# pwm_timebase_ctrl_flat

==> pwm_timebase_ctrl_flat/met3.png <==
Scale: 6 px per um.
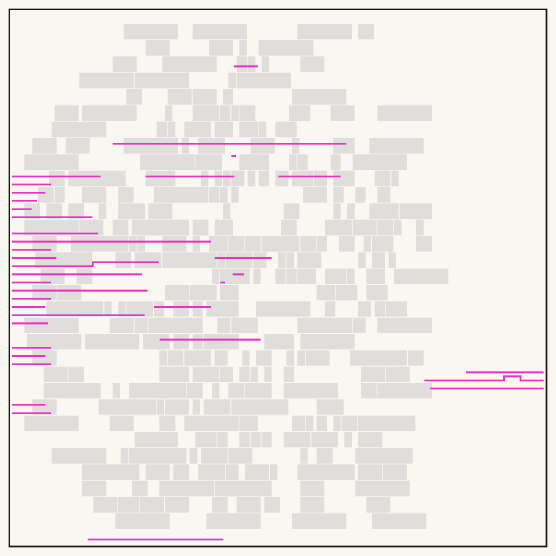

--- src/rtl/pwm_timebase_ctrl_if.sv ---
// Register-bus interface for pwm_timebase_ctrl: one-cycle write strobe with
// a 2-bit address and WIDTH-bit write data.
interface pwm_timebase_ctrl_if #(
  parameter int unsigned WIDTH = 16
);
  logic             cfg_wr;
  logic [1:0]       cfg_addr;
  logic [WIDTH-1:0] cfg_wdata;

  modport master (output cfg_wr, output cfg_addr, output cfg_wdata);
  modport slave  (input  cfg_wr, input  cfg_addr, input  cfg_wdata);
endinterface

--- src/rtl/pwm_timebase_ctrl.sv ---
// PWM timebase controller: CTRL/AAR/CCR/RCR registers, IDLE/ARM/RUN/HALT sequencing,
// boundary detection and repetition-qualified update event. Optional PWM_PRELOAD_EN.
module pwm_timebase_ctrl #(
  parameter int unsigned WIDTH = 16,
  parameter int unsigned RCR_W = 8
) (
  input  logic              clk,
  input  logic              rst_n,
  pwm_timebase_ctrl_if.slave cfg,
  input  logic [WIDTH-1:0]  cnt_val,
  output logic              pwm_en,
  output logic              mode,
  output logic [WIDTH-1:0]  aar,
  output logic [WIDTH-1:0]  ccr,
  output logic              update_evt,
  output logic              running
);

  typedef enum logic [1:0] {StIdle, StArm, StRun, StHalt} state_e;

  state_e           state_q, state_d;
  logic             ctrl_mode_q, opm_q, mode_q, started_q, ue_q;
  logic [WIDTH-1:0] aar_q, ccr_q;
  logic [RCR_W-1:0] rcr_q, rep_q, rep_d;

  logic wr_ctrl, wr_aar, wr_ccr, wr_rcr;
  logic in_run, opm_ue, boundary, ug_run, ue_fire;

  assign wr_ctrl = cfg.cfg_wr && (cfg.cfg_addr == 2'd0);
  assign wr_aar  = cfg.cfg_wr && (cfg.cfg_addr == 2'd1);
  assign wr_ccr  = cfg.cfg_wr && (cfg.cfg_addr == 2'd2);
  assign wr_rcr  = cfg.cfg_wr && (cfg.cfg_addr == 2'd3);

  assign in_run = (state_q == StRun);
  // The cycle carrying a one-pulse UE must not detect a fresh boundary.
  assign opm_ue   = in_run && ue_q && opm_q;
  assign boundary = in_run && !opm_ue &&
                    ((cnt_val >= aar_q) || (mode_q && (cnt_val == '0) && started_q));
  assign ug_run   = in_run && wr_ctrl && cfg.cfg_wdata[3];
  assign ue_fire  = ug_run || (boundary && (rep_q == '0));

  always_comb begin
    state_d = state_q;
    rep_d   = rep_q;
    unique case (state_q)
      StIdle: if (wr_ctrl && cfg.cfg_wdata[0]) state_d = StArm;
      StArm: begin
        state_d = StRun;
        rep_d   = rcr_q;
      end
      StRun: begin
        if ((wr_ctrl && !cfg.cfg_wdata[0]) || opm_ue) state_d = StHalt;
        if (ue_fire)       rep_d = rcr_q;
        else if (boundary) rep_d = rep_q - RCR_W'(1);
      end
      StHalt: begin
        state_d = StIdle;
        rep_d   = '0;
      end
      default: state_d = StIdle;
    endcase
  end

  always_ff @(posedge clk or negedge rst_n) begin
    if (!rst_n) begin
      state_q     <= StIdle;
      rep_q       <= '0;
      ue_q        <= 1'b0;
      ctrl_mode_q <= 1'b0;
      opm_q       <= 1'b0;
      mode_q      <= 1'b0;
      rcr_q       <= '0;
      started_q   <= 1'b0;
    end else begin
      state_q <= state_d;
      rep_q   <= rep_d;
      ue_q    <= ue_fire;
      if (wr_ctrl) begin
        ctrl_mode_q <= cfg.cfg_wdata[1];
        opm_q       <= cfg.cfg_wdata[2];
      end
      // Counting direction can only change while the counter is stopped.
      if (state_q == StIdle) mode_q <= wr_ctrl ? cfg.cfg_wdata[1] : ctrl_mode_q;
      if (wr_rcr) rcr_q <= cfg.cfg_wdata[RCR_W-1:0];
      if (state_q == StArm)              started_q <= 1'b0;
      else if (in_run && cnt_val != '0)  started_q <= 1'b1;
    end
  end

`ifdef PWM_PRELOAD_EN
  logic [WIDTH-1:0] aar_sh_q, ccr_sh_q;
  logic             transfer;

  assign transfer = (state_q == StArm) || ue_fire ||
                    (wr_ctrl && cfg.cfg_wdata[3] && !in_run);

  // Non-blocking update: a write coinciding with a transfer lands in the shadow only.
  always_ff @(posedge clk or negedge rst_n) begin
    if (!rst_n) begin
      aar_sh_q <= '1;
      ccr_sh_q <= '0;
      aar_q    <= '1;
      ccr_q    <= '0;
    end else begin
      if (wr_aar) aar_sh_q <= cfg.cfg_wdata;
      if (wr_ccr) ccr_sh_q <= cfg.cfg_wdata;
      if (transfer) begin
        aar_q <= aar_sh_q;
        ccr_q <= ccr_sh_q;
      end
    end
  end
`else
  always_ff @(posedge clk or negedge rst_n) begin
    if (!rst_n) begin
      aar_q <= '1;
      ccr_q <= '0;
    end else begin
      if (wr_aar) aar_q <= cfg.cfg_wdata;
      if (wr_ccr) ccr_q <= cfg.cfg_wdata;
    end
  end
`endif

  assign pwm_en     = (state_q == StRun);
  assign running    = (state_q == StRun);
  assign mode       = mode_q;
  assign aar        = aar_q;
  assign ccr        = ccr_q;
  assign update_evt = ue_q;

endmodule
--- src/flat_wrapper.sv ---
// flat-port wrapper written by rule: the top's interface ports become plain ports
module pwm_timebase_ctrl_flat 
#(
  parameter int unsigned WIDTH = 16,
  parameter int unsigned RCR_W = 8
)
  (clk, rst_n, cnt_val, pwm_en, mode, aar, ccr, update_evt, running, cfg_cfg_wr, cfg_cfg_addr, cfg_cfg_wdata);
  pwm_timebase_ctrl_if #(.WIDTH(WIDTH)) cfg_i ();
  input  logic clk;
  input  logic rst_n;
  input  logic [WIDTH-1:0] cnt_val;
  output logic pwm_en;
  output logic mode;
  output logic [WIDTH-1:0] aar;
  output logic [WIDTH-1:0] ccr;
  output logic update_evt;
  output logic running;
  input wire logic [$bits(cfg_i.cfg_wr)-1:0] cfg_cfg_wr;
  input wire logic [$bits(cfg_i.cfg_addr)-1:0] cfg_cfg_addr;
  input wire logic [$bits(cfg_i.cfg_wdata)-1:0] cfg_cfg_wdata;
  assign cfg_i.cfg_wr = cfg_cfg_wr;
  assign cfg_i.cfg_addr = cfg_cfg_addr;
  assign cfg_i.cfg_wdata = cfg_cfg_wdata;
  pwm_timebase_ctrl #(.WIDTH(WIDTH), .RCR_W(RCR_W)) u_core (.clk(clk), .rst_n(rst_n), .cfg(cfg_i), .cnt_val(cnt_val), .pwm_en(pwm_en), .mode(mode), .aar(aar), .ccr(ccr), .update_evt(update_evt), .running(running));
endmodule
--- config.mk ---
export PLATFORM = sky130hd
export DESIGN_NAME = pwm_timebase_ctrl_flat
export DESIGN_NICKNAME = d
export VERILOG_FILES = /design/src/rtl/pwm_timebase_ctrl_if.sv /design/src/rtl/pwm_timebase_ctrl.sv /design/src/flat_wrapper.sv
export SDC_FILE = /design/constraint.sdc
export NUM_CORES = 1
export LEC_CHECK = 0
export CORE_MARGIN = 2
export CORE_UTILIZATION = 40
export CTS_CLUSTER_DIAMETER = 100
export CTS_CLUSTER_SIZE = 12
export DETAILED_ROUTE_END_ITERATION = 8
export DONT_BUFFER_PORTS = 1
export PLACE_DENSITY = 0.66
export SLEW_MARGIN = 20
export SYNTH_ARGS = -nofsm -noshare
export SYNTH_HDL_FRONTEND = slang
export SYNTH_SLANG_ARGS = --single-unit
--- constraint.sdc ---
create_clock -name clk -period 2.71 [get_ports clk]
set_clock_uncertainty 0.05 [all_clocks]
set_input_delay 0.542 -clock clk [delete_from_list [all_inputs] [get_ports clk]]
set_output_delay 0.542 -clock clk [all_outputs]
set_load 0.02 [all_outputs]
# cube_pattern_loader_flat

### config.mk
export PLATFORM = sky130hd
export DESIGN_NAME = cube_pattern_loader_flat
export DESIGN_NICKNAME = d
export VERILOG_FILES = /design/src/rtl/cube_pattern_loader_if.sv /design/src/rtl/cube_pattern_loader.sv /design/src/flat_wrapper.sv
export SDC_FILE = /design/constraint.sdc
export NUM_CORES = 2
export LEC_CHECK = 0
export ABC_AREA = 1
export CORE_MARGIN = 8
export CORE_UTILIZATION = 56
export CTS_BUF_LIST = sky130_fd_sc_hd__clkbuf_16
export CTS_CLUSTER_DIAMETER = 30
export DETAILED_ROUTE_END_ITERATION = 8
export MAX_ROUTING_LAYER = met4
export PLACE_DENSITY = 0.8
export REMOVE_ABC_BUFFERS = 1
export SYNTH_ARGS = -nofsm -noshare
export SYNTH_HDL_FRONTEND = slang
export SYNTH_SLANG_ARGS = --single-unit
### constraint.sdc
create_clock -name Clk -period 45.5 [get_ports Clk]
set_clock_uncertainty 0.1 [all_clocks]
set_input_delay 4.55 -clock Clk [delete_from_list [all_inputs] [get_ports Clk]]
set_output_delay 4.55 -clock Clk [all_outputs]
set_load 0.005 [all_outputs]
### src/rtl/cube_pattern_loader_if.sv
// Host-side bus of cube_pattern_loader: the UART receive line in, the seed word and its status pulses out.
interface cube_pattern_loader_if;
    logic         RxD;
    logic [511:0] Seed;
    logic         SeedLoad;
    logic         FrameErr;
    logic         Busy;

    modport master (output RxD, input Seed, SeedLoad, FrameErr, Busy);
    modport slave  (input RxD, output Seed, SeedLoad, FrameErr, Busy);
endinterface

### src/rtl/cube_pattern_loader.sv
// Receives a sync-byte-framed 64-byte seed for the 8x8x8 cube over 8N1 UART and
// publishes it as one 512-bit word with a single-cycle load strobe.
module cube_pattern_loader #(
    parameter int unsigned CLK_HZ         = 100_000_000,
    parameter int unsigned BAUD           = 115200,
    parameter logic [7:0]  SYNC_BYTE      = 8'hA5,
    parameter int unsigned TIMEOUT_CYCLES = 2_000_000
) (
    input  logic                  Clk,
    input  logic                  Reset,
    cube_pattern_loader_if.slave  bus
);

    localparam int unsigned CLKS_PER_BIT = CLK_HZ / BAUD;
    localparam int unsigned CNT_W        = (CLKS_PER_BIT > 1) ? $clog2(CLKS_PER_BIT) : 1;
    localparam int unsigned HALF_M1      = (CLKS_PER_BIT / 2 > 0) ? CLKS_PER_BIT / 2 - 1 : 0;
    localparam int unsigned TMO_W        = (TIMEOUT_CYCLES > 1) ? $clog2(TIMEOUT_CYCLES) : 1;
    localparam int unsigned SEED_W       = 512;

    typedef enum logic [1:0] {RX_IDLE, RX_START, RX_DATA, RX_STOP} rx_state_t;
    typedef enum logic       {F_HUNT, F_DATA} f_state_t;

    // Two-flop synchroniser plus one delay flop for falling-edge detection
    logic rx_meta, rx_sync, rx_prev;
    logic start_edge_c;

    always_ff @(posedge Clk or posedge Reset) begin
        if (Reset) begin
            rx_meta <= 1'b1;
            rx_sync <= 1'b1;
            rx_prev <= 1'b1;
        end else begin
            rx_meta <= bus.RxD;
            rx_sync <= rx_meta;
            rx_prev <= rx_sync;
        end
    end

    assign start_edge_c = rx_prev & ~rx_sync;

    rx_state_t          rx_state_q, rx_state_d;
    logic [CNT_W-1:0]   cnt_q, cnt_d;
    logic [2:0]         bit_idx_q, bit_idx_d;
    logic [7:0]         shreg_q, shreg_d;
    logic               byte_valid_q, byte_valid_d;
    logic               stop_err_q, stop_err_d;

    always_ff @(posedge Clk or posedge Reset) begin
        if (Reset) begin
            rx_state_q   <= RX_IDLE;
            cnt_q        <= '0;
            bit_idx_q    <= '0;
            shreg_q      <= '0;
            byte_valid_q <= 1'b0;
            stop_err_q   <= 1'b0;
        end else begin
            rx_state_q   <= rx_state_d;
            cnt_q        <= cnt_d;
            bit_idx_q    <= bit_idx_d;
            shreg_q      <= shreg_d;
            byte_valid_q <= byte_valid_d;
            stop_err_q   <= stop_err_d;
        end
    end

    // Bit-level receiver: mid-bit sampling, glitch rejection on the start bit
    always_comb begin
        rx_state_d   = rx_state_q;
        cnt_d        = cnt_q;
        bit_idx_d    = bit_idx_q;
        shreg_d      = shreg_q;
        byte_valid_d = 1'b0;
        stop_err_d   = 1'b0;
        unique case (rx_state_q)
            RX_IDLE: begin
                if (start_edge_c) begin
                    rx_state_d = RX_START;
                    cnt_d      = '0;
                end
            end
            RX_START: begin
                if (cnt_q == CNT_W'(HALF_M1)) begin
                    cnt_d      = '0;
                    bit_idx_d  = '0;
                    rx_state_d = rx_sync ? RX_IDLE : RX_DATA;
                end else begin
                    cnt_d = cnt_q + CNT_W'(1);
                end
            end
            RX_DATA: begin
                if (cnt_q == CNT_W'(CLKS_PER_BIT - 1)) begin
                    cnt_d     = '0;
                    shreg_d   = {rx_sync, shreg_q[7:1]};
                    bit_idx_d = bit_idx_q + 3'd1;
                    if (bit_idx_q == 3'd7) begin
                        rx_state_d = RX_STOP;
                    end
                end else begin
                    cnt_d = cnt_q + CNT_W'(1);
                end
            end
            RX_STOP: begin
                if (cnt_q == CNT_W'(CLKS_PER_BIT - 1)) begin
                    cnt_d        = '0;
                    byte_valid_d = rx_sync;
                    stop_err_d   = ~rx_sync;
                    rx_state_d   = RX_IDLE;
                end else begin
                    cnt_d = cnt_q + CNT_W'(1);
                end
            end
            default: rx_state_d = RX_IDLE;
        endcase
    end

    f_state_t            f_state_q, f_state_d;
    logic [5:0]          byte_cnt_q, byte_cnt_d;
    logic [SEED_W-1:0]   shadow_q, shadow_d;
    logic [SEED_W-1:0]   seed_q, seed_d;
    logic                seed_load_q, seed_load_d;
    logic                frame_err_q, frame_err_d;
    logic                busy_q, busy_d;
    logic [TMO_W-1:0]    tcnt_q, tcnt_d;
    logic                line_quiet_c;
    logic                timeout_c;

    always_ff @(posedge Clk or posedge Reset) begin
        if (Reset) begin
            f_state_q   <= F_HUNT;
            byte_cnt_q  <= '0;
            shadow_q    <= '0;
            seed_q      <= '0;
            seed_load_q <= 1'b0;
            frame_err_q <= 1'b0;
            busy_q      <= 1'b0;
            tcnt_q      <= '0;
        end else begin
            f_state_q   <= f_state_d;
            byte_cnt_q  <= byte_cnt_d;
            shadow_q    <= shadow_d;
            seed_q      <= seed_d;
            seed_load_q <= seed_load_d;
            frame_err_q <= frame_err_d;
            busy_q      <= busy_d;
            tcnt_q      <= tcnt_d;
        end
    end

    // Inter-byte gap: receiver idle and no new start bit this cycle
    assign line_quiet_c = (rx_state_q == RX_IDLE) && !start_edge_c;
    assign timeout_c    = line_quiet_c && (tcnt_q == TMO_W'(TIMEOUT_CYCLES - 1));

    // Frame assembly; a valid byte always wins over an abort in the same cycle
    always_comb begin
        f_state_d   = f_state_q;
        byte_cnt_d  = byte_cnt_q;
        shadow_d    = shadow_q;
        seed_d      = seed_q;
        seed_load_d = 1'b0;
        frame_err_d = 1'b0;
        tcnt_d      = '0;
        unique case (f_state_q)
            F_HUNT: begin
                if (byte_valid_q && (shreg_q == SYNC_BYTE)) begin
                    f_state_d  = F_DATA;
                    byte_cnt_d = '0;
                    shadow_d   = '0;
                end
            end
            F_DATA: begin
                if (byte_valid_q) begin
                    if (byte_cnt_q == 6'd63) begin
                        seed_d      = {shreg_q, shadow_q[SEED_W-9:0]};
                        seed_load_d = 1'b1;
                        shadow_d    = '0;
                        f_state_d   = F_HUNT;
                    end else begin
                        shadow_d[{byte_cnt_q, 3'b000} +: 8] = shreg_q;
                        byte_cnt_d = byte_cnt_q + 6'd1;
                    end
                end else if (stop_err_q || timeout_c) begin
                    frame_err_d = 1'b1;
                    shadow_d    = '0;
                    f_state_d   = F_HUNT;
                end else if (line_quiet_c) begin
                    tcnt_d = tcnt_q + TMO_W'(1);
                end
            end
            default: f_state_d = F_HUNT;
        endcase
        busy_d = (f_state_d == F_DATA);
    end

    assign bus.Seed     = seed_q;
    assign bus.SeedLoad = seed_load_q;
    assign bus.FrameErr = frame_err_q;
    assign bus.Busy     = busy_q;

endmodule

### src/flat_wrapper.sv
// flat-port wrapper written by rule: the top's interface ports become plain ports
module cube_pattern_loader_flat 
#(
    parameter int unsigned CLK_HZ         = 100_000_000,
    parameter int unsigned BAUD           = 115200,
    parameter logic [7:0]  SYNC_BYTE      = 8'hA5,
    parameter int unsigned TIMEOUT_CYCLES = 2_000_000
)
  (Clk, Reset, bus_RxD, bus_Seed, bus_SeedLoad, bus_FrameErr, bus_Busy);
  cube_pattern_loader_if bus_i ();
  input  logic Clk;
  input  logic Reset;
  input wire logic [$bits(bus_i.RxD)-1:0] bus_RxD;
  output wire logic [$bits(bus_i.Seed)-1:0] bus_Seed;
  output wire logic [$bits(bus_i.SeedLoad)-1:0] bus_SeedLoad;
  output wire logic [$bits(bus_i.FrameErr)-1:0] bus_FrameErr;
  output wire logic [$bits(bus_i.Busy)-1:0] bus_Busy;
  assign bus_i.RxD = bus_RxD;
  assign bus_Seed = bus_i.Seed;
  assign bus_SeedLoad = bus_i.SeedLoad;
  assign bus_FrameErr = bus_i.FrameErr;
  assign bus_Busy = bus_i.Busy;
  cube_pattern_loader #(.CLK_HZ(CLK_HZ), .BAUD(BAUD), .SYNC_BYTE(SYNC_BYTE), .TIMEOUT_CYCLES(TIMEOUT_CYCLES)) u_core (.Clk(Clk), .Reset(Reset), .bus(bus_i));
endmodule
# request_pending_latch

<file path="config.mk">
export PLATFORM = sky130hd
export DESIGN_NAME = request_pending_latch
export DESIGN_NICKNAME = d
export VERILOG_FILES = /design/src/rtl/request_pending_latch.sv
export SDC_FILE = /design/constraint.sdc
export NUM_CORES = 1
export LEC_CHECK = 0
export CELL_PAD_IN_SITES_DETAIL_PLACEMENT = 1
export CELL_PAD_IN_SITES_GLOBAL_PLACEMENT = 1
export CORE_MARGIN = 1.5
export CORE_UTILIZATION = 36
export CTS_CLUSTER_DIAMETER = 120
export DETAILED_ROUTE_END_ITERATION = 10
export PLACE_DENSITY = 0.78
export RECOVER_POWER = 100
export SLEW_MARGIN = 15
export SYNTH_ARGS = -nofsm -noshare
export SYNTH_HDL_FRONTEND = slang
export SYNTH_SLANG_ARGS = --single-unit
</file>
<file path="constraint.sdc">
create_clock -name clk -period 2.5 [get_ports clk]
set_input_delay 0.5 -clock clk [delete_from_list [all_inputs] [get_ports clk]]
set_output_delay 0.5 -clock clk [all_outputs]
set_load 0.02 [all_outputs]
</file>
<file path="src/rtl/request_pending_latch.sv">
// Capture stage ahead of the 8-to-3 priority encoder: synchronizes request lines,
// latches rising edges as sticky pending bits, masks them and retires serviced bits.
module request_pending_latch #(
  parameter bit         LEVEL_MODE = 1'b0,
  parameter logic [7:0] MASK_RESET = 8'hFF
) (
  input  logic       clk,
  input  logic       reset,
  input  logic [7:0] req_in,
  input  logic       global_en,
  input  logic       mask_wr,
  input  logic [7:0] mask_data,
  input  logic       clr_valid,
  input  logic [2:0] clr_index,
  input  logic       overrun_clr,
  output logic [7:0] data_out,
  output logic       enable_out,
  output logic [7:0] overrun,
  output logic [3:0] pend_count
);

  logic [7:0] sync1;
  logic [7:0] sync2;
  logic [7:0] prev;
  logic [7:0] pending;
  logic [7:0] mask;

  logic [7:0] rise;
  logic [7:0] clr_vec;
  logic [7:0] pending_next;
  logic [7:0] overrun_next;
  logic [7:0] visible;
  logic [7:0] masked;

  function automatic logic [3:0] popcount8(input logic [7:0] v);
    logic [3:0] n;
    n = 4'd0;
    for (int i = 0; i < 8; i++) begin
      n = n + {3'd0, v[i]};
    end
    return n;
  endfunction

  assign rise = sync2 & ~prev;

  // NOTE: every signal assigned in always_comb gets a default first so no path
  // leaves it unassigned; a missing default infers a latch.
  always_comb begin
    clr_vec = 8'h00;
    if (clr_valid) begin
      clr_vec[clr_index] = 1'b1;
    end
  end

  // Set dominates clear, so a request arriving while its own clear is in flight
  // is never lost. An arrival on an uncleared pending bit is an overrun.
  always_comb begin
    pending_next = pending;
    overrun_next = overrun;
    if (LEVEL_MODE) begin
      pending_next = sync2;
      overrun_next = 8'h00;
    end else begin
      pending_next = rise | (pending & ~clr_vec);
      overrun_next = (rise & pending & ~clr_vec) | (overrun_clr ? 8'h00 : overrun);
    end
  end

  // Level mode presents the synchronized level directly, one clock earlier than
  // the edge path, which needs the extra prev stage to detect the rise.
  assign visible = LEVEL_MODE ? sync2 : pending;
  assign masked  = visible & mask;

  // NOTE: sequential state uses non-blocking assignments so every register
  // samples pre-edge values; blocking here would collapse the synchronizer chain.
  always_ff @(posedge clk or negedge reset) begin
    if (!reset) begin
      sync1      <= 8'h00;
      sync2      <= 8'h00;
      prev       <= 8'h00;
      pending    <= 8'h00;
      mask       <= MASK_RESET;
      overrun    <= 8'h00;
      data_out   <= 8'h00;
      enable_out <= 1'b0;
      pend_count <= 4'd0;
    end else begin
      sync1      <= req_in;
      sync2      <= sync1;
      prev       <= sync2;
      pending    <= pending_next;
      overrun    <= overrun_next;
      if (mask_wr) begin
        mask <= mask_data;
      end
      data_out   <= masked;
      enable_out <= global_en & (|masked);
      pend_count <= popcount8(visible);
    end
  end

endmodule

</file>
# pin_entry_ctrl

`src/rtl/pin_pkg.sv`:
```
// rtl/pin_pkg.sv - shared state encoding, verifier status codes and PIN geometry
package pin_pkg;

  localparam int PIN_W  = 16;
  localparam int DIGITS = 4;

  localparam logic [1:0] STATUS_LOCKED = 2'd0;
  localparam logic [1:0] STATUS_OPEN   = 2'd1;
  localparam logic [1:0] STATUS_ADJUST = 2'd2;

  typedef enum logic [2:0] {
    ST_IDLE,
    ST_ENTRY,
    ST_CHECK,
    ST_OPEN,
    ST_PROGRAM,
    ST_LOCKOUT
  } state_e;

  function automatic logic is_bcd(input logic [3:0] d);
    return d <= 4'd9;
  endfunction

endpackage

```
`src/rtl/pin_digit_accum.sv`:
```
// rtl/pin_digit_accum.sv - BCD digit shift register with count, clear and completion pulse
module pin_digit_accum
  import pin_pkg::*;
(
  input  logic             clk_500Hz,
  input  logic             rst_n,
  input  logic             accept_en,
  input  logic             digit_valid,
  input  logic [3:0]       digit,
  input  logic             clear,
  output logic [PIN_W-1:0] user_pin,
  output logic [2:0]       digit_count,
  output logic             accepted,
  output logic             done
);

  localparam logic [2:0] LAST = 3'(DIGITS - 1);

  logic [PIN_W-1:0] pin_q, pin_d;
  logic [2:0]       count_q, count_d;

  always_comb begin
    // clear always beats a simultaneous digit
    accepted = accept_en && digit_valid && is_bcd(digit) && !clear;
    done     = accepted && (count_q == LAST);
    pin_d    = pin_q;
    count_d  = count_q;
    if (clear) begin
      pin_d   = '0;
      count_d = '0;
    end else if (accepted) begin
      pin_d   = {pin_q[PIN_W-5:0], digit};
      count_d = done ? 3'd0 : count_q + 3'd1;
    end
  end

  always_ff @(posedge clk_500Hz) begin
    if (!rst_n) begin
      pin_q   <= '0;
      count_q <= '0;
    end else begin
      pin_q   <= pin_d;
      count_q <= count_d;
    end
  end

  assign user_pin    = pin_q;
  assign digit_count = count_q;

endmodule

```
`src/rtl/pin_entry_ctrl.sv`:
```
// rtl/pin_entry_ctrl.sv - keypad PIN sequencer with fail counting, lockout and stored-PIN reprogramming
// Optional inter-digit inactivity timeout enabled by defining ENTRY_TIMEOUT_EN.
module pin_entry_ctrl
  import pin_pkg::*;
#(
  parameter logic [15:0] DEFAULT_PIN    = 16'h1234,
  parameter int          MAX_FAILS      = 3,
  parameter int          LOCKOUT_CYCLES = 5000,
  parameter int          VERIFY_WAIT    = 2,
  parameter int          ENTRY_TIMEOUT  = 2500
) (
  input  logic        clk_500Hz,
  input  logic        rst_n,
  input  logic        digit_valid,
  input  logic [3:0]  digit,
  input  logic        clear,
  input  logic [1:0]  status_in,
  output logic [15:0] user_pin,
  output logic        pin_valid,
  output logic [15:0] stored_pin,
  output logic [2:0]  digit_count,
  output logic [2:0]  fail_count,
  output logic        lockout
);

  // one width covers both the lockout and inactivity timers
  localparam int TMR_W = $clog2((LOCKOUT_CYCLES > ENTRY_TIMEOUT ? LOCKOUT_CYCLES : ENTRY_TIMEOUT) + 1);
  localparam logic [2:0] MAX_F = 3'(MAX_FAILS);

  state_e           state_q, state_d;
  logic [2:0]       fail_q, fail_d;
  logic [PIN_W-1:0] stored_q, stored_d;
  logic             pin_valid_q, pin_valid_d;
  logic [7:0]       wait_q, wait_d;
  logic [TMR_W-1:0] lock_q, lock_d;
`ifdef ENTRY_TIMEOUT_EN
  logic [TMR_W-1:0] idle_q, idle_d;
`endif

  logic             accept_en, acc_clear, acc_accepted, acc_done, timeout;
  logic [PIN_W-1:0] acc_pin;
  logic [2:0]       acc_count;

  pin_digit_accum u_accum (
    .clk_500Hz  (clk_500Hz),
    .rst_n      (rst_n),
    .accept_en  (accept_en),
    .digit_valid(digit_valid),
    .digit      (digit),
    .clear      (acc_clear),
    .user_pin   (acc_pin),
    .digit_count(acc_count),
    .accepted   (acc_accepted),
    .done       (acc_done)
  );

  always_ff @(posedge clk_500Hz) begin
    if (!rst_n) begin
      state_q     <= ST_IDLE;
      fail_q      <= '0;
      stored_q    <= DEFAULT_PIN;
      pin_valid_q <= 1'b0;
      wait_q      <= '0;
      lock_q      <= '0;
`ifdef ENTRY_TIMEOUT_EN
      idle_q      <= '0;
`endif
    end else begin
      state_q     <= state_d;
      fail_q      <= fail_d;
      stored_q    <= stored_d;
      pin_valid_q <= pin_valid_d;
      wait_q      <= wait_d;
      lock_q      <= lock_d;
`ifdef ENTRY_TIMEOUT_EN
      idle_q      <= idle_d;
`endif
    end
  end

  always_comb begin
    state_d     = state_q;
    fail_d      = fail_q;
    stored_d    = stored_q;
    pin_valid_d = 1'b0;
    wait_d      = wait_q;
    lock_d      = lock_q;
    case (state_q)
      ST_IDLE, ST_ENTRY: begin
        if (acc_done) begin
          pin_valid_d = 1'b1;
          wait_d      = 8'(VERIFY_WAIT);
          state_d     = ST_CHECK;
        end else if (acc_clear) begin
          state_d = ST_IDLE;
        end else if (acc_accepted) begin
          state_d = ST_ENTRY;
        end
      end
      ST_CHECK: begin
        if (wait_q != 8'd0) begin
          wait_d = wait_q - 8'd1;
        end else if (status_in == STATUS_OPEN) begin
          fail_d  = '0;
          state_d = ST_OPEN;
        end else begin
          fail_d = (fail_q < MAX_F) ? fail_q + 3'd1 : fail_q;
          if (fail_d == MAX_F) begin
            lock_d  = TMR_W'(LOCKOUT_CYCLES - 1);
            state_d = ST_LOCKOUT;
          end else begin
            state_d = ST_IDLE;
          end
        end
      end
      ST_OPEN: begin
        if (status_in == STATUS_ADJUST) state_d = ST_PROGRAM;
        else if (status_in == STATUS_LOCKED) state_d = ST_IDLE;
      end
      ST_PROGRAM: begin
        if (status_in == STATUS_LOCKED) begin
          state_d = ST_IDLE;
        end else if (acc_done) begin
          stored_d    = {acc_pin[PIN_W-5:0], digit};
          pin_valid_d = 1'b1;
          state_d     = ST_IDLE;
        end
      end
      ST_LOCKOUT: begin
        if (lock_q == '0) begin
          fail_d  = '0;
          state_d = ST_IDLE;
        end else begin
          lock_d = lock_q - 1'b1;
        end
      end
      default: state_d = ST_IDLE;
    endcase
`ifdef ENTRY_TIMEOUT_EN
    idle_d = '0;
    if ((state_q == ST_ENTRY || state_q == ST_PROGRAM) && !acc_accepted && !acc_clear)
      idle_d = idle_q + 1'b1;
`endif
  end

  always_comb begin
    accept_en = (state_q == ST_IDLE) || (state_q == ST_ENTRY) ||
                (state_q == ST_PROGRAM && status_in != STATUS_LOCKED);
`ifdef ENTRY_TIMEOUT_EN
    // a digit arriving on the expiry cycle still counts as activity
    timeout = (state_q == ST_ENTRY || state_q == ST_PROGRAM) &&
              (idle_q == TMR_W'(ENTRY_TIMEOUT - 1)) && !(digit_valid && is_bcd(digit));
`else
    timeout = 1'b0;
`endif
    acc_clear = (clear && (state_q == ST_IDLE || state_q == ST_ENTRY || state_q == ST_PROGRAM)) ||
                (state_q == ST_OPEN && status_in == STATUS_ADJUST) ||
                (state_q == ST_PROGRAM && status_in == STATUS_LOCKED) ||
                timeout;
    lockout     = (state_q == ST_LOCKOUT);
    pin_valid   = pin_valid_q;
    stored_pin  = stored_q;
    fail_count  = fail_q;
    user_pin    = acc_pin;
    digit_count = acc_count;
  end

endmodule

```
`config.mk`:
```
export PLATFORM = sky130hd
export DESIGN_NAME = pin_entry_ctrl
export DESIGN_NICKNAME = d
export VERILOG_FILES = /design/src/rtl/pin_pkg.sv /design/src/rtl/pin_digit_accum.sv /design/src/rtl/pin_entry_ctrl.sv
export SDC_FILE = /design/constraint.sdc
export NUM_CORES = 1
export LEC_CHECK = 0
export CORE_ASPECT_RATIO = 1.5
export CORE_MARGIN = 5
export CORE_UTILIZATION = 53
export DETAILED_ROUTE_END_ITERATION = 8
export PLACE_DENSITY_LB_ADDON = 0.12
export SLEW_MARGIN = 20
export SYNTH_ARGS = -nofsm -noshare
export SYNTH_HDL_FRONTEND = slang
export SYNTH_SLANG_ARGS = --single-unit
```
`constraint.sdc`:
```
create_clock -name clk_500Hz -period 2 [get_ports clk_500Hz]
set_input_delay 0.4 -clock clk_500Hz [delete_from_list [all_inputs] [get_ports clk_500Hz]]
set_output_delay 0.4 -clock clk_500Hz [all_outputs]
set_load 0.1 [all_outputs]
```
==> request_pending_latch/final_clocks.png <==
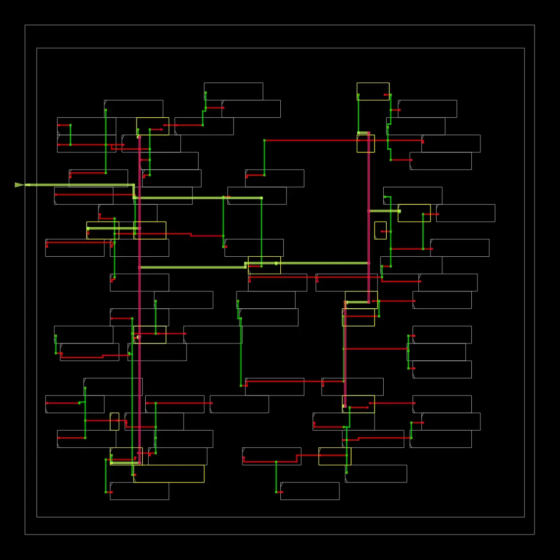
CTS sink cnt: 61
clock network power: 0.900 mW
clock buf count: 13

==> impl_metrics.toml, request_pending_latch <==
# physical design summary
[outcome]
status = "complete, but fails checks"
violations = "setup timing"

[synth]
syn_inst = 148
common_cells = "dfrtp_1, inv_1, nand2b_1, nand2_1"
yosys_most_used_dff = "dfrtp_1"
fp_nets = 180
area_leaders = "dfrtp_1, dfstp_2, mux2_2"
yosysWarnings = 0

[route]
drt_iter0_markers = 13
highest_layer = "met4"
ant_nets = 0
wl_met3_um = 246

[timing]
skew_ns = 0.00658
rsz0062_at_grt = "true"
finalCriticalPeriod_ns = 2.81
setup_viol = 2
slew_viol_final = 0
worst_slack_ns = -0.311

[worst_setup_path]
cp_slowest_cell = "fa_1"
crit_top_cell = "inv_2"
rr_worst_depth = 9
rr_endpoint = "pend_count[1]"
crit_cells = 9
worst_setup_path_end_kind = "register"

[global_route]
grtUsageTotal_pct = 14.1

[pwr]
p_leak_nw = 1.27

[floorplan]
ios = 46

[place]
postPlaceCellArea_sq_mm = 0.00268

[final_layout]
buf_share_pct = 16.6

[clocking]
post_cts_resized = 2
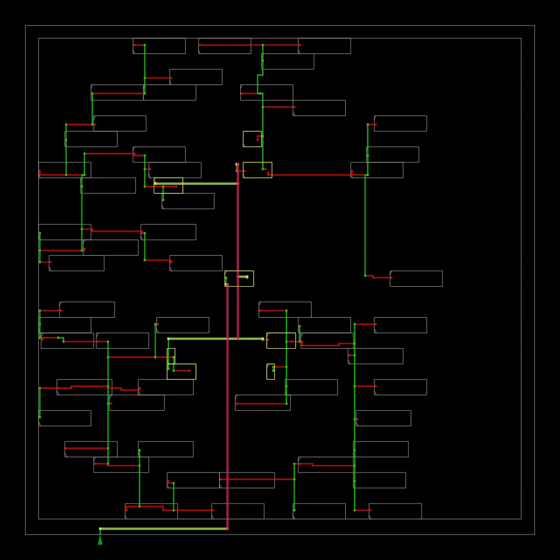
(pwm_timebase_ctrl_flat/final_clocks.png)
cts bufs inserted: 5
clock network power: 0.448 mW
CTS sink cnt: 55
num sequential: 55

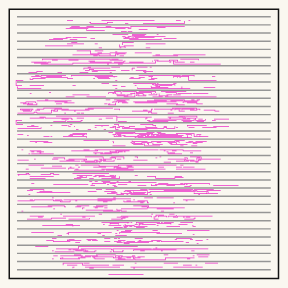
(pwm_timebase_ctrl_flat/met1.png)
Scale: 3 px per um. Supply wires on this layer in grey.
nets with wire on the layer	326
main direction	horizontal

About pwm_timebase_ctrl_flat/met3.png:
share of all routed wire	6.5%
main direction	horizontal
longest straight run	38.6 um

==> impl_metrics.toml, pwm_timebase_ctrl_flat <==
# physical design summary
[pwr]
clockPowerShare_pct = 14.6
intPower_mw = 1.91

[outcome]
status = "finished clean"

[route]
dr_wl_met2_mm = 3.19

[clocking]
cts_tree = "built"
clk_pin_slew_worst_paths_ns = 0.10

[timing]
slew_headroom_pct = 48.7
slew_viol_final = 0
tns_ns = 0
fmax_ghz = 0.382
hold_slack_ns = 0.0112

[synth]
ys_sh_adder_pct = 9.03
yosys_most_used_dff = "dfrtp_1"
xor_area_share_pct = 0.903

[final_layout]
post-route-util_pct = 47.7
seq_share_pct = 41.1
buf_share_pct = 7.40

[worst_setup_path]
worst_setup_path_end_kind = "register"

[place]
dp_hpwl_mm = 4.94
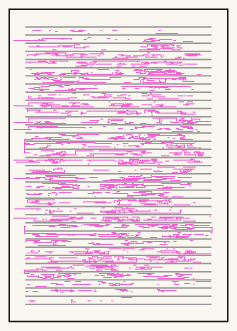
(pin_entry_ctrl/met1.png)
Scale: 3 px per um. Supply wires on this layer in grey.
wire length on this layer	3,060 um
nets with wire on the layer	415
longest straight run	23.0 um
main direction	horizontal
share of all routed wire	38%

==> impl_metrics.toml, pin_entry_ctrl <==
# physical design summary
[outcome]
status = "finished clean"

[pwr]
p_leak_nw = 1.73
pg_seq_mw = 1.26
power_density_mw_per_mm2 = 672
swShare_pct = 22.0
power_frac_comb_pct = 5.5

[worst_setup_path]
endpoint = "lock_q[9]"
r2r_slack_ns = 0.09
worstPathRequired_ns = 2.28
path_max_fanout = 8

[global_route]
grt_pass1_wl_mm = 13.2
grtUsageTotal_pct = 21.6
use_met2_pct = 37.5

[route]
wl_met3_um = 432

[floorplan]
fp_util_pct = 53.9

[final_layout]
non_clock_buffer_count = 80

[timing]
fmax_ghz = 0.523
worst_slack_ns = 0.0881
hold_slack_ns = 0.461
hold_viol_final = 0

[place]
dp_cells = 493
gp_congestion = 0.903
postPlaceCellArea_sq_mm = 0.00375

[synth]
aoi_share_pct = 20.1
top_area_share_pct = 40.8
fp_nets = 378

[clocking]
cts_setup_buffers = 0
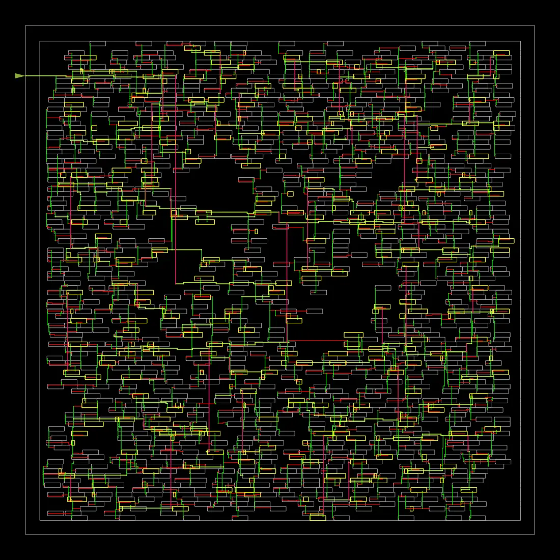
(cube_pattern_loader_flat/final_clocks.png)
num sequential: 1,074
CTS sink cnt: 1,074

==> impl_metrics.toml, cube_pattern_loader_flat <==
# physical design summary
[outcome]
status = "finished clean"

[synth]
avgSynthCellArea_sq_um = 8.24
top_area_share_pct = 61.6
common_cells = "nand2_1, dfrtp_1, nor2_1, buf_2, inv_1"

[final_layout]
nFillCells = 5574

[route]
wl_met3_mm = 11.9

[timing]
worst_slack_ns = 36.86
rsz0062_at_grt = "false"
slew_viol_final = 0
finalCriticalPeriod_ns = 8.64

[pwr]
power_density_mw_per_mm2 = 43.4

[floorplan]
dieArea_sq_mm = 0.0868
rows = 102

[global_route]
use_met3_pct = 7.10

[worst_setup_path]
rr_endpoint = "u_core.shadow_q[257]"
arrival_ns = 9.24

==> notes/layouts.md <==
Pictures saved along the way, in no particular order.

Met3 routing.
shot_01.png
Scale: 6 px per um.
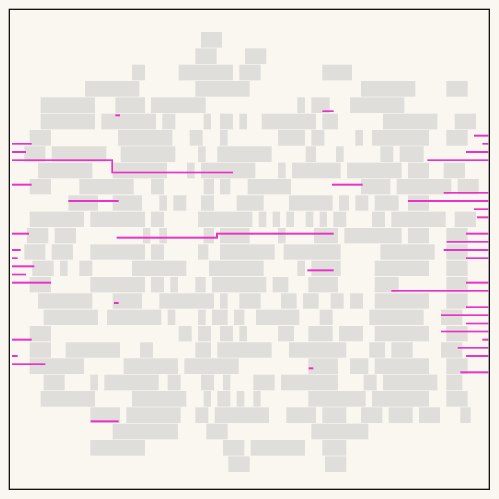
shot_02.png
Scale: 4 px per um.
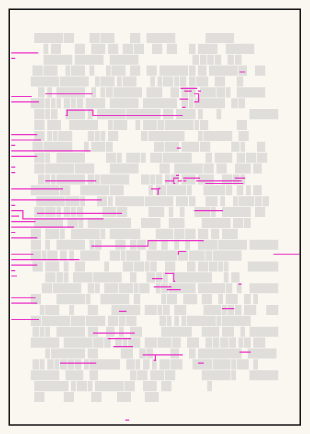
shot_03.png
Scale: 1.5 px per um.
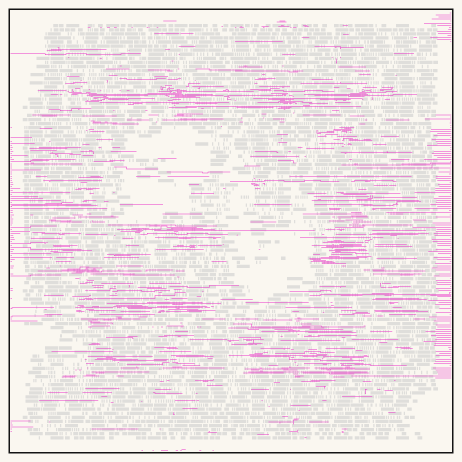
pin_entry_ctrl is shot_02.png.
request_pending_latch is shot_01.png.
cube_pattern_loader_flat is shot_03.png.
The one with the smallest die is shot_01.png.
The one with the largest die is shot_03.png.



==> screenshots <==
Clock distribution.
(a)
Scale: 1 px per um.
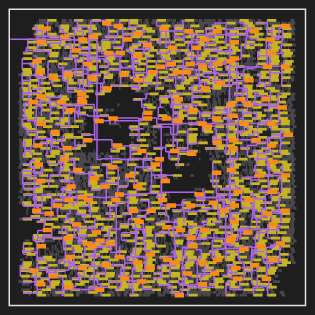
(b)
Scale: 4 px per um.
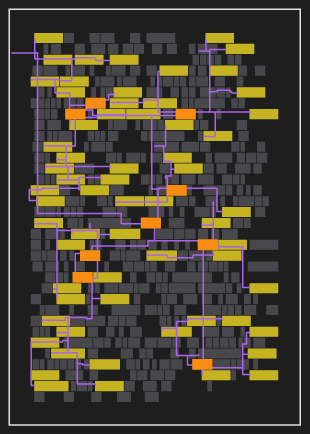
(c)
Scale: 4 px per um.
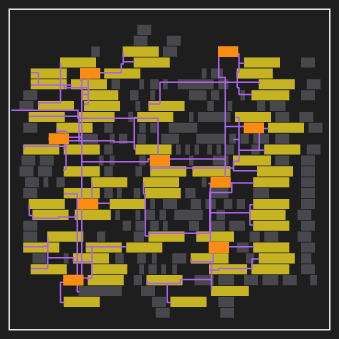
(d)
Scale: 4 px per um.
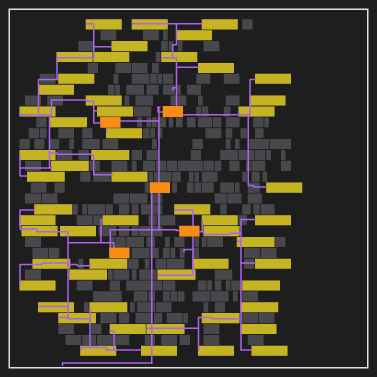
request_pending_latch: (c)
pin_entry_ctrl: (b)
pwm_timebase_ctrl_flat: (d)
cube_pattern_loader_flat: (a)
The one with the largest die is (a).
The one with the smallest die is (c).

Key to (b):
[cells driving clock nets] orange | count: 9
[clock wires] purple | length: 789 um
[flip-flops] yellow | count: 63
flops lie	spread over the die


==> gallery <==
Local utilization.
picture 1
Scale: 1 px per um. 29 x 29 tiles, from white (low) to dark blue (high), 0 to 100% covered.
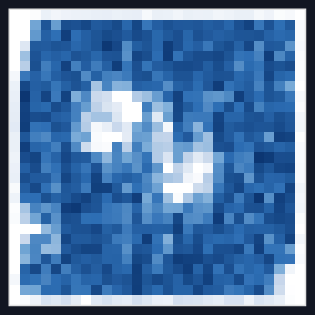
picture 2
Scale: 4 px per um. 7 x 10 tiles, from white (low) to dark blue (high), 0 to 100% covered.
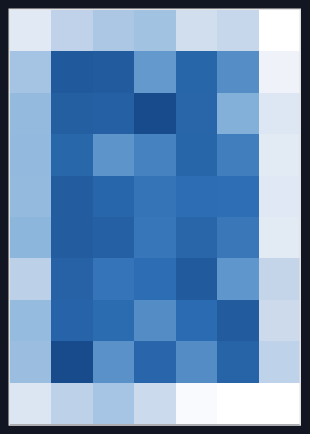
picture 3
Scale: 4 px per um. 8 x 8 tiles, from white (low) to dark blue (high), 0 to 100% covered.
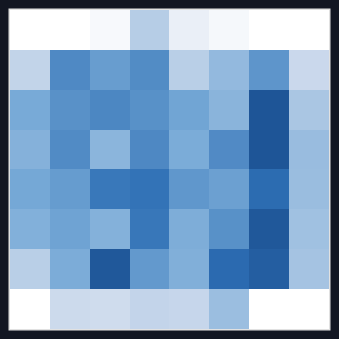
picture 4
Scale: 4 px per um. 9 x 9 tiles, from white (low) to dark blue (high), 0 to 100% covered.
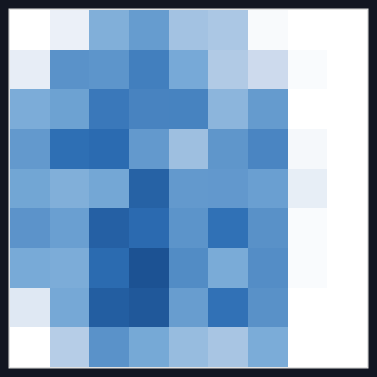
The one with the largest die is picture 1.
| from | picture |
|---|---|
| cube_pattern_loader_flat | picture 1 |
| pwm_timebase_ctrl_flat | picture 4 |
| pin_entry_ctrl | picture 2 |
| request_pending_latch | picture 3 |

Power is estimated from default activity; no workload was simulated.
